# ---- design 1 ----
design_1/route_heat.png
Scale bar: 20 µm. The die is cut into 21 by 21 equal tiles; dark blue is low, red is high, scaled to the fullest tile. Values are wire area over tile area, all layers added.
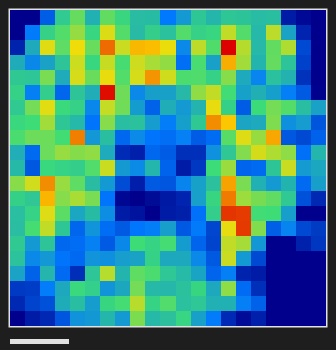

**src/rtl/friscv_axil_apb_bridge.sv**
```systemverilog
// ---------------------------------------------------------------------------
// friscv_axil_apb_bridge
//   AXI4-lite slave to APB-like master bridge. Reads and writes are serialised
//   into a single outstanding master transfer. When both a read and a write are
//   pending at once, the side opposite the last served one wins. A transfer
//   that waits TIMEOUT cycles without mst_ready completes with SLVERR.
//
// Ports
//   aclk, aresetn (async, active low), srst (sync, active high)
//   aw*/w*/b*   : AXI4-lite write address, data and response channels
//   ar*/r*      : AXI4-lite read address and data channels
//   mst_*       : APB-like master port towards the I/O interconnect
//   dbg_state   : current FSM state, for observation only
//
// Handshake rule used on every channel: a transfer happens on the rising clock
// edge where valid and ready are both high. A valid, once raised, holds its
// payload until that edge. The bridge drives its ready outputs combinationally
// from the valids, and only while it is idle.
// ---------------------------------------------------------------------------
module friscv_axil_apb_bridge #(
  parameter int AXI_ADDRW = 32,
  parameter int ADDRW     = 16,
  parameter int XLEN      = 32,
  parameter int TIMEOUT   = 255
) (
  input  logic                 aclk,
  input  logic                 aresetn,
  input  logic                 srst,
  input  logic                 awvalid,
  output logic                 awready,
  input  logic [AXI_ADDRW-1:0] awaddr,
  input  logic                 wvalid,
  output logic                 wready,
  input  logic [XLEN-1:0]      wdata,
  input  logic [XLEN/8-1:0]    wstrb,
  output logic                 bvalid,
  input  logic                 bready,
  output logic [1:0]           bresp,
  input  logic                 arvalid,
  output logic                 arready,
  input  logic [AXI_ADDRW-1:0] araddr,
  output logic                 rvalid,
  input  logic                 rready,
  output logic [XLEN-1:0]      rdata,
  output logic [1:0]           rresp,
  output logic                 mst_en,
  output logic                 mst_wr,
  output logic [ADDRW-1:0]     mst_addr,
  output logic [XLEN-1:0]      mst_wdata,
  output logic [XLEN/8-1:0]    mst_strb,
  input  logic [XLEN-1:0]      mst_rdata,
  input  logic                 mst_ready,
  output logic [2:0]           dbg_state
);

  localparam logic [2:0] IDLE   = 3'd0;
  localparam logic [2:0] APB_WR = 3'd1;
  localparam logic [2:0] APB_RD = 3'd2;
  localparam logic [2:0] WRESP  = 3'd3;
  localparam logic [2:0] RRESP  = 3'd4;

  localparam logic [1:0] OKAY   = 2'b00;
  localparam logic [1:0] SLVERR = 2'b10;

  localparam int CW = (TIMEOUT > 1) ? $clog2(TIMEOUT + 1) : 1;
  // Count value seen during the last allowed wait cycle.
  localparam logic [CW-1:0] TO_LAST = CW'((TIMEOUT > 0) ? TIMEOUT - 1 : 0);

  logic [2:0]        state;
  logic              rd_first;
  logic [ADDRW-1:0]  addr_q;
  logic [XLEN-1:0]   wdata_q;
  logic [XLEN/8-1:0] strb_q;
  logic [CW-1:0]     cnt;
  logic              wr_elig;
  logic              rd_elig;
  logic              take_wr;
  logic              take_rd;
  logic              timed_out;
  logic              unused_addr;

  assign wr_elig = awvalid & wvalid;
  assign rd_elig = arvalid;
  // Read wins a tie only when it is its turn; a lone request always wins.
  assign take_rd = (state == IDLE) & rd_elig & (rd_first | ~wr_elig);
  assign take_wr = (state == IDLE) & wr_elig & ~take_rd;

  assign awready = take_wr;
  assign wready  = take_wr;
  assign arready = take_rd;

  // mst_ready in the last allowed cycle takes precedence over the timeout.
  assign timed_out = (TIMEOUT != 0) && !mst_ready && (cnt == TO_LAST);

  assign mst_en    = (state == APB_WR) | (state == APB_RD);
  assign mst_wr    = (state == APB_WR);
  assign mst_addr  = addr_q;
  assign mst_wdata = wdata_q;
  assign mst_strb  = (state == APB_WR) ? strb_q : '0;
  assign bvalid    = (state == WRESP);
  assign rvalid    = (state == RRESP);
  assign dbg_state = state;

  assign unused_addr = ^{awaddr[AXI_ADDRW-1:ADDRW], araddr[AXI_ADDRW-1:ADDRW]};

  always_ff @(posedge aclk or negedge aresetn) begin
    if (!aresetn) begin
      state    <= IDLE;
      rd_first <= 1'b1;
      addr_q   <= '0;
      wdata_q  <= '0;
      strb_q   <= '0;
      cnt      <= '0;
      bresp    <= OKAY;
      rresp    <= OKAY;
      rdata    <= '0;
    end else if (srst) begin
      state    <= IDLE;
      rd_first <= 1'b1;
      addr_q   <= '0;
      wdata_q  <= '0;
      strb_q   <= '0;
      cnt      <= '0;
      bresp    <= OKAY;
      rresp    <= OKAY;
      rdata    <= '0;
    end else begin
      case (state)
        IDLE: begin
          cnt <= '0;
          if (take_wr) begin
            addr_q   <= awaddr[ADDRW-1:0];
            wdata_q  <= wdata;
            strb_q   <= wstrb;
            rd_first <= 1'b1;
            state    <= APB_WR;
          end else if (take_rd) begin
            addr_q   <= araddr[ADDRW-1:0];
            rd_first <= 1'b0;
            state    <= APB_RD;
          end
        end
        APB_WR: begin
          if (mst_ready) begin
            bresp <= OKAY;
            state <= WRESP;
          end else if (timed_out) begin
            bresp <= SLVERR;
            state <= WRESP;
          end else begin
            cnt <= cnt + 1'b1;
          end
        end
        APB_RD: begin
          if (mst_ready) begin
            rresp <= OKAY;
            rdata <= mst_rdata;
            state <= RRESP;
          end else if (timed_out) begin
            rresp <= SLVERR;
            rdata <= '0;
            state <= RRESP;
          end else begin
            cnt <= cnt + 1'b1;
          end
        end
        WRESP: if (bready) state <= IDLE;
        RRESP: if (rready) state <= IDLE;
        default: state <= IDLE;
      endcase
    end
  end

endmodule
```
**config.mk**
```make
export PLATFORM = sky130hd
export DESIGN_NAME = friscv_axil_apb_bridge
export DESIGN_NICKNAME = d
export VERILOG_FILES = /design/src/rtl/friscv_axil_apb_bridge.sv
export SDC_FILE = /design/constraint.sdc
export NUM_CORES = 1
export LEC_CHECK = 0
export ABC_AREA = 1
export CAP_MARGIN = 25
export CORE_MARGIN = 2
export CORE_UTILIZATION = 43
export CTS_CLUSTER_DIAMETER = 200
export DETAILED_ROUTE_END_ITERATION = 12
export PLACE_DENSITY = 0.83
export RECOVER_POWER = 25
export REMOVE_ABC_BUFFERS = 1
export SLEW_MARGIN = 40
export SYNTH_ARGS = -nofsm -noshare
export SYNTH_HDL_FRONTEND = slang
export SYNTH_SLANG_ARGS = --single-unit
```
**constraint.sdc**
```tcl
create_clock -name aclk -period 2.33 [get_ports aclk]
set_input_delay 0.233 -clock aclk [delete_from_list [all_inputs] [get_ports aclk]]
set_output_delay 0.233 -clock aclk [all_outputs]
set_load 0.01 [all_outputs]
```
# ---- design 2 ----
File: src/rtl/dcm_lock_supervisor.sv
// DCM reset/lock sequencer: pulses DCM RST, waits for LOCKED with a timeout and
// bounded retries, and holds the core reset until the lock has settled.
module dcm_lock_supervisor #(
  parameter int unsigned RST_CYCLES    = 4,
  parameter int unsigned LOCK_TIMEOUT  = 65536,
  parameter int unsigned SETTLE_CYCLES = 1024,
  parameter int unsigned MAX_RETRIES   = 7
) (
  input  logic       clk,
  input  logic       reset_n,
  input  logic       dcm_locked,
  input  logic       dcm_clkin_stop,
  input  logic       relock_req,
  output logic       dcm_rst,
  output logic       sys_reset,
  output logic       clk_ok,
  output logic       fault,
  output logic [3:0] retry_cnt,
  output logic [7:0] loss_cnt
);

  localparam int unsigned RETRY_W  = 4;
  localparam int unsigned LOSS_W   = 8;
  localparam int unsigned SPAN_A   = (LOCK_TIMEOUT > SETTLE_CYCLES) ? LOCK_TIMEOUT : SETTLE_CYCLES;
  localparam int unsigned CNT_SPAN = (SPAN_A > RST_CYCLES) ? SPAN_A : RST_CYCLES;
  localparam int unsigned CNT_W    = (CNT_SPAN > 1) ? $clog2(CNT_SPAN) : 1;

  localparam logic [CNT_W-1:0]   RST_LAST    = CNT_W'(RST_CYCLES - 1);
  localparam logic [CNT_W-1:0]   LOCK_LAST   = CNT_W'(LOCK_TIMEOUT - 1);
  localparam logic [CNT_W-1:0]   SETTLE_LAST = CNT_W'(SETTLE_CYCLES - 1);
  localparam logic [RETRY_W-1:0] RETRY_LIM   = RETRY_W'(MAX_RETRIES);
  localparam logic [LOSS_W-1:0]  LOSS_MAX    = '1;

  typedef enum logic [2:0] {
    ST_DCM_RST,
    ST_WAIT_LOCK,
    ST_SETTLE,
    ST_RUN,
    ST_FAULT
  } state_t;

  state_t             state;
  state_t             state_nxt;
  logic [CNT_W-1:0]   cnt;
  logic [CNT_W-1:0]   cnt_nxt;
  logic [RETRY_W-1:0] retry_nxt;
  logic [LOSS_W-1:0]  loss_nxt;

  logic lk_meta;
  logic lk_s;
  logic st_meta;
  logic st_s;
  logic lock_bad;

  // Two-flop synchronizers for the asynchronous DCM status lines
  always_ff @(posedge clk) begin
    if (!reset_n) begin
      lk_meta <= 1'b0;
      lk_s    <= 1'b0;
      st_meta <= 1'b0;
      st_s    <= 1'b0;
    end else begin
      lk_meta <= dcm_locked;
      lk_s    <= lk_meta;
      st_meta <= dcm_clkin_stop;
      st_s    <= st_meta;
    end
  end

  assign lock_bad = ~lk_s | st_s;

  // State, counters and registered outputs
  always_ff @(posedge clk) begin
    if (!reset_n) begin
      state     <= ST_DCM_RST;
      cnt       <= '0;
      retry_cnt <= '0;
      loss_cnt  <= '0;
      dcm_rst   <= 1'b1;
      sys_reset <= 1'b1;
      clk_ok    <= 1'b0;
      fault     <= 1'b0;
    end else begin
      state     <= state_nxt;
      cnt       <= cnt_nxt;
      retry_cnt <= retry_nxt;
      loss_cnt  <= loss_nxt;
      dcm_rst   <= (state_nxt == ST_DCM_RST);
      sys_reset <= (state_nxt != ST_RUN);
      clk_ok    <= (state_nxt == ST_RUN);
      fault     <= (state_nxt == ST_FAULT);
    end
  end

  // Next-state logic; every exit clears cnt, counting states terminate before wrap
  always_comb begin
    state_nxt = state;
    cnt_nxt   = cnt + CNT_W'(1);
    retry_nxt = retry_cnt;
    loss_nxt  = loss_cnt;
    unique case (state)
      ST_DCM_RST: begin
        if (relock_req) begin
          cnt_nxt = '0;
        end else if (cnt == RST_LAST) begin
          state_nxt = ST_WAIT_LOCK;
          cnt_nxt   = '0;
        end
      end
      ST_WAIT_LOCK: begin
        if (relock_req) begin
          state_nxt = ST_DCM_RST;
          cnt_nxt   = '0;
        end else if (lk_s) begin
          state_nxt = ST_SETTLE;
          cnt_nxt   = '0;
        end else if (cnt == LOCK_LAST) begin
          retry_nxt = retry_cnt + RETRY_W'(1);
          state_nxt = (retry_nxt == RETRY_LIM) ? ST_FAULT : ST_DCM_RST;
          cnt_nxt   = '0;
        end
      end
      ST_SETTLE: begin
        // Lock loss wins over settle completion in the same cycle
        if (relock_req || lock_bad) begin
          state_nxt = ST_DCM_RST;
          cnt_nxt   = '0;
        end else if (cnt == SETTLE_LAST) begin
          state_nxt = ST_RUN;
          cnt_nxt   = '0;
          retry_nxt = '0;
        end
      end
      ST_RUN: begin
        cnt_nxt = '0;
        if (relock_req || lock_bad) begin
          state_nxt = ST_DCM_RST;
          if (lock_bad && (loss_cnt != LOSS_MAX)) begin
            loss_nxt = loss_cnt + LOSS_W'(1);
          end
        end
      end
      ST_FAULT: begin
        cnt_nxt = '0;
        if (relock_req) begin
          state_nxt = ST_DCM_RST;
          retry_nxt = '0;
        end
      end
      default: begin
        state_nxt = ST_DCM_RST;
        cnt_nxt   = '0;
      end
    endcase
  end

endmodule

File: config.mk
export PLATFORM = sky130hd
export DESIGN_NAME = dcm_lock_supervisor
export DESIGN_NICKNAME = d
export VERILOG_FILES = /design/src/rtl/dcm_lock_supervisor.sv
export SDC_FILE = /design/constraint.sdc
export NUM_CORES = 1
export LEC_CHECK = 0
export ABC_CLOCK_PERIOD_IN_PS = 2750
export CAP_MARGIN = 30
export CORE_MARGIN = 1
export CORE_UTILIZATION = 50
export DETAILED_ROUTE_END_ITERATION = 10
export PLACE_DENSITY = 0.83
export SLEW_MARGIN = 20
export SYNTH_ARGS = -nofsm -noshare
export SYNTH_HDL_FRONTEND = slang
export SYNTH_SLANG_ARGS = --single-unit
File: constraint.sdc
create_clock -name clk -period 2.75 [get_ports clk]
set_input_delay 0.4125 -clock clk [delete_from_list [all_inputs] [get_ports clk]]
set_output_delay 0.4125 -clock clk [all_outputs]
set_load 0.01 [all_outputs]
design_1/m1.png
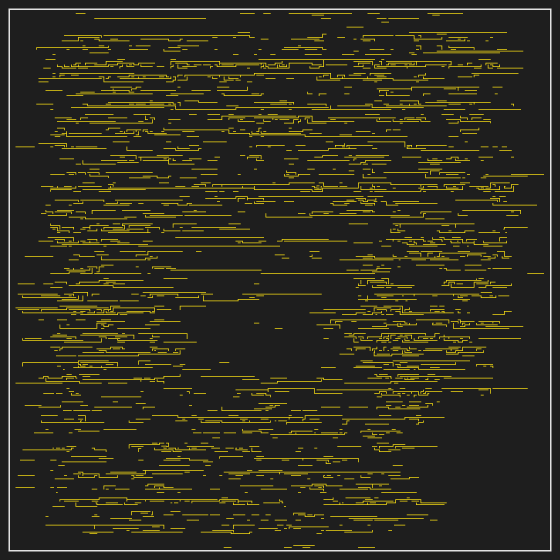
- wire length on this layer: 5,380 µm
- main direction: horizontal
- longest straight run: 35.0 µm
- share of all routed wire: 40%
number of vias in the routed layout: 4,434
final wirelength: 13,380 µm
met1 GRT Util: 0.2883

design_1/m3.png
Scale bar: 20 µm.
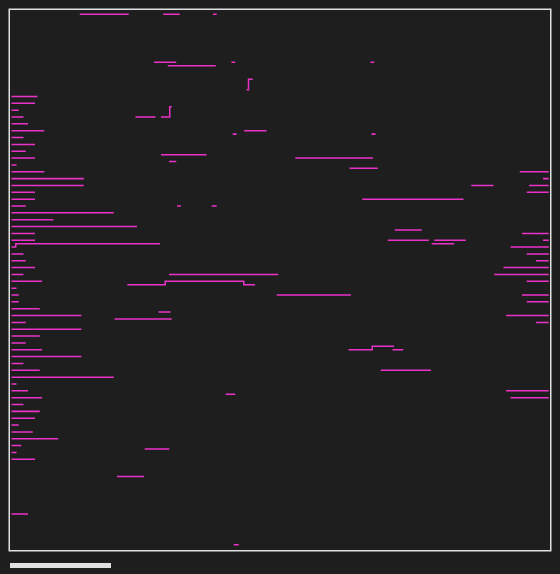
- main direction: horizontal
- share of all routed wire: 4.8%
- longest straight run: 28.5 µm
routing usage on met3: 0.04540

## Picture notes: design_1/route_heat.png
- mean over tiles: 0.18
- emptiest ninth of the die: south-east
- fullest tile: 0.49
- nearly empty tiles: 8.6%
wire length per cell after detailed routing: 14.70 µm
global-route usage over all layers: 0.2358

==> summary.txt, design 1 <==
Reports from this run.

- The flow ran to the end, and the final reports show no timing, DRC or antenna violations.
- The type of the tightest min-delay check is in -> reg.
- The final non-filler cell total reads 910.
- The number of clock sinks came to 98.
- Broken down by cell family, the worst path's largest delay share belongs to buffers and inverters.
- The depth of the worst hold-timing path reads 3.
- The area fraction in and, or, nand and nor cells after synthesis is 0.2867.
- The number of enable flip-flop cells reads 0.
- The final weighted congestion recorded by global placement is 0.8216.
- The number of rows in the core area reads 37.
- The count of instantiated cells in the yosys netlist reads 572.
- The via count of the first global-routing pass is 4,390.
- The number of antenna diodes in the final layout is 0.
- The number of ports placed on the die boundary reads 239.
- The endpoint with the worst hold slack is rdata[24].
- The number of cells on the worst reg-to-reg path reads 5.
- For this run, the detailed router's first-pass iteration total came to 4.
- The most common logic cells in the final layout are 203 x sky130_fd_sc_hd__clkdlybuf4s50_1, 193 x sky130_fd_sc_hd__nand2_1, 97 x sky130_fd_sc_hd__dfrtp_1, 58 x sky130_fd_sc_hd__inv_1.
- The biggest area contributor in the post-synthesis netlist is sky130_fd_sc_hd__dfrtp_1.
- The length of routed wiring on met1 is 5375 µm.
- The flow reports power dissipated in the clock network as 1.11 mW.
-- design 1: per-stage QoR --
step / setup slack, ns / total power [mW] / hold WS (ns) / area [µm²]
2_1_floorplan: 0.2523 / 2.830 / -0.06259 / 4397
3_3_place_gp: 0.2714 / 3.767 / 0.1487 / 6686
3_5_place_dp: 0.2004 / 3.820 / 0.1561 / 6686
4_1_cts: 0.1093 / 4.928 / 0.2943 / 6890
5_1_grt: 0.01200 / 5.183 / 0.4109 / 6894
6_report: 0.1095 / 4.902 / 0.4060 / 6894
design_2/route_heat.png
Scale bar: 20 µm. The die is cut into 13 by 13 equal tiles; dark blue is low, red is high, scaled to the fullest tile. Values are wire area over tile area, all layers added.
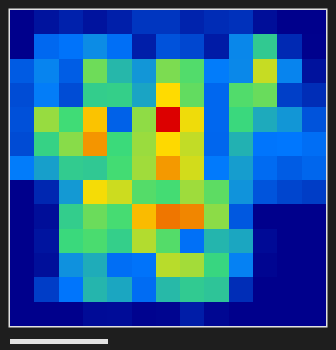
- nearly empty tiles: 18%
- fullest tile: 0.46
- mean over tiles: 0.14
- emptiest ninth of the die: south-east
- tiles over half the peak: 24%
- densest ninth of the die: centre
wire length per cell after detailed routing: 12.12 µm
number of vias in the routed layout: 1,620
global-route usage over all layers: 0.1954
final wirelength: 3574 µm

design_2/clock_nets.png
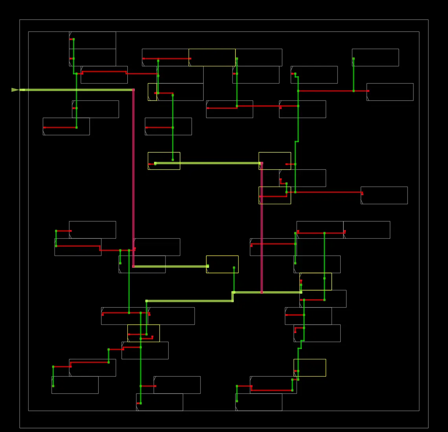
count of sequential standard cells: 39
number of CTS-inserted buffers: 5
clock buffer instance count of the final layout: 8

==> summary.txt, design 2 <==
Reports from this run.

- The leakage power is 0.7656 nW.
- The violation tally from detailed-route iteration zero is 54.
- The script computed the net switching share of total power as 0.1998.
- The largest net degree at the start of global routing is 17.
- The source of the worst register-to-register timing path is cnt[0].
- The TritonCTS clock tree reads yes.
- The floorplan step set the die width to 64.46 µm.
- For reference, the top cells by area after synthesis are sky130_fd_sc_hd__dfxtp_1 40%, sky130_fd_sc_hd__xnor2_1 8.5%, sky130_fd_sc_hd__nor2_1 5.6%.
- During synthesis, Yosys emitted a total of 0 warnings.
- The run finished with clean final reports.
- Among cell families on the critical path, the largest total delay comes from AND-OR/OR-AND gates.
- The share of total power dissipated in combinational logic is 0.033.
- Logic depth along the worst register-to-register path is recorded as 6.
- The worst hold slack across all endpoints is 0.4404 ns.
- Per the final layout report, the fraction of cells sized above drive strength 1 comes to 0.05668.
- The Yosys chip area reads 0.001951 mm².
- The maximum frequency from static timing analysis is 447.9 MHz.
- The net count after synthesis is 236.
- Port buffering added 20 buffers.
- The synthesized area per cell is 8.593 µm².
- The vertical die dimension reads 64.46 µm.
- The power consumed by the clock network reads 410 µW.
- The reported combinational group power is 33.7 µW.
## design 2: layout make-up
class                           count  area (µm²)
Fill cell                         344        1423
Multi-Input combinational cell    173        1091
Sequential cell                    39       780.7
Timing Repair Buffer               22       215.2
Clock buffer                        8       100.1
Tap cell                           48       60.06
Inverter                            5       18.77
## design 2: sequential cells by signal, indices dropped and copies added, names as in the netlist
register / count
clk_ok: 1
cnt: 16
dcm_rst: 1
fault: 1
lk_meta: 1
lk_s: 1
loss_cnt: 8
retry_cnt: 4
st_meta: 1
st_s: 1
state: 3
sys_reset: 1


## Gallery

Placement by cell class.
Fill, decap, tap and diode cells in grey.
Plate I
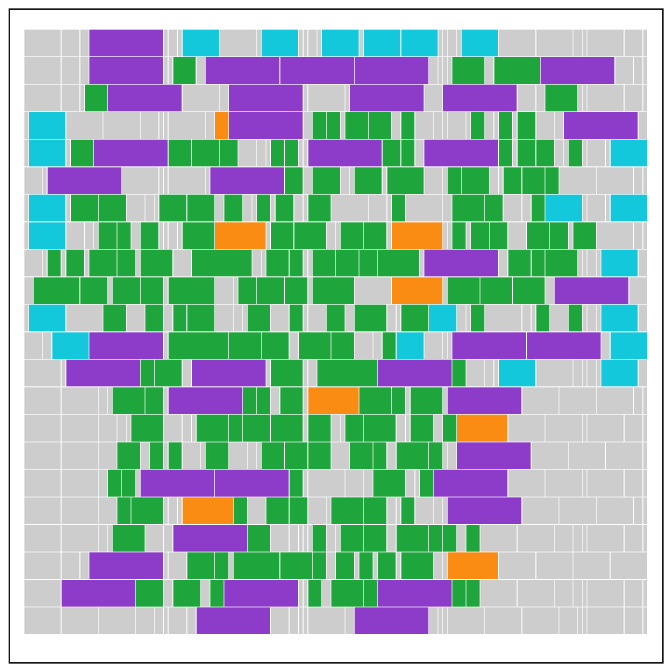
Plate II
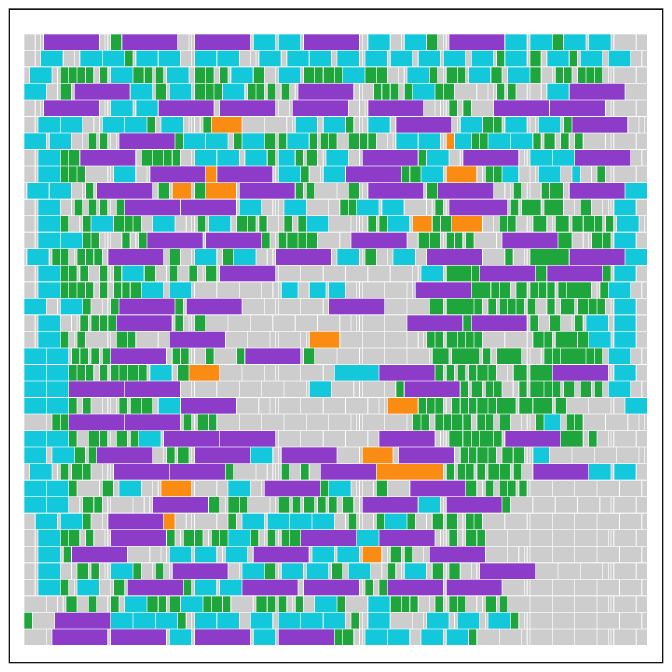
- design 1 = Plate II
- design 2 = Plate I
The one with the most sequential cells is Plate II.

Key to Plate II:
- remaining buffers and delay cells: cyan (cells 214; share of their area 32%)
- remaining logic cells: green (cells 446; share of their area 29%)
- registers: purple (cells 98; share of their area 36%)
- clock drivers and dummy loads: orange (cells 16; share of their area 2.9%)

Power and IR drop assume default switching activity.
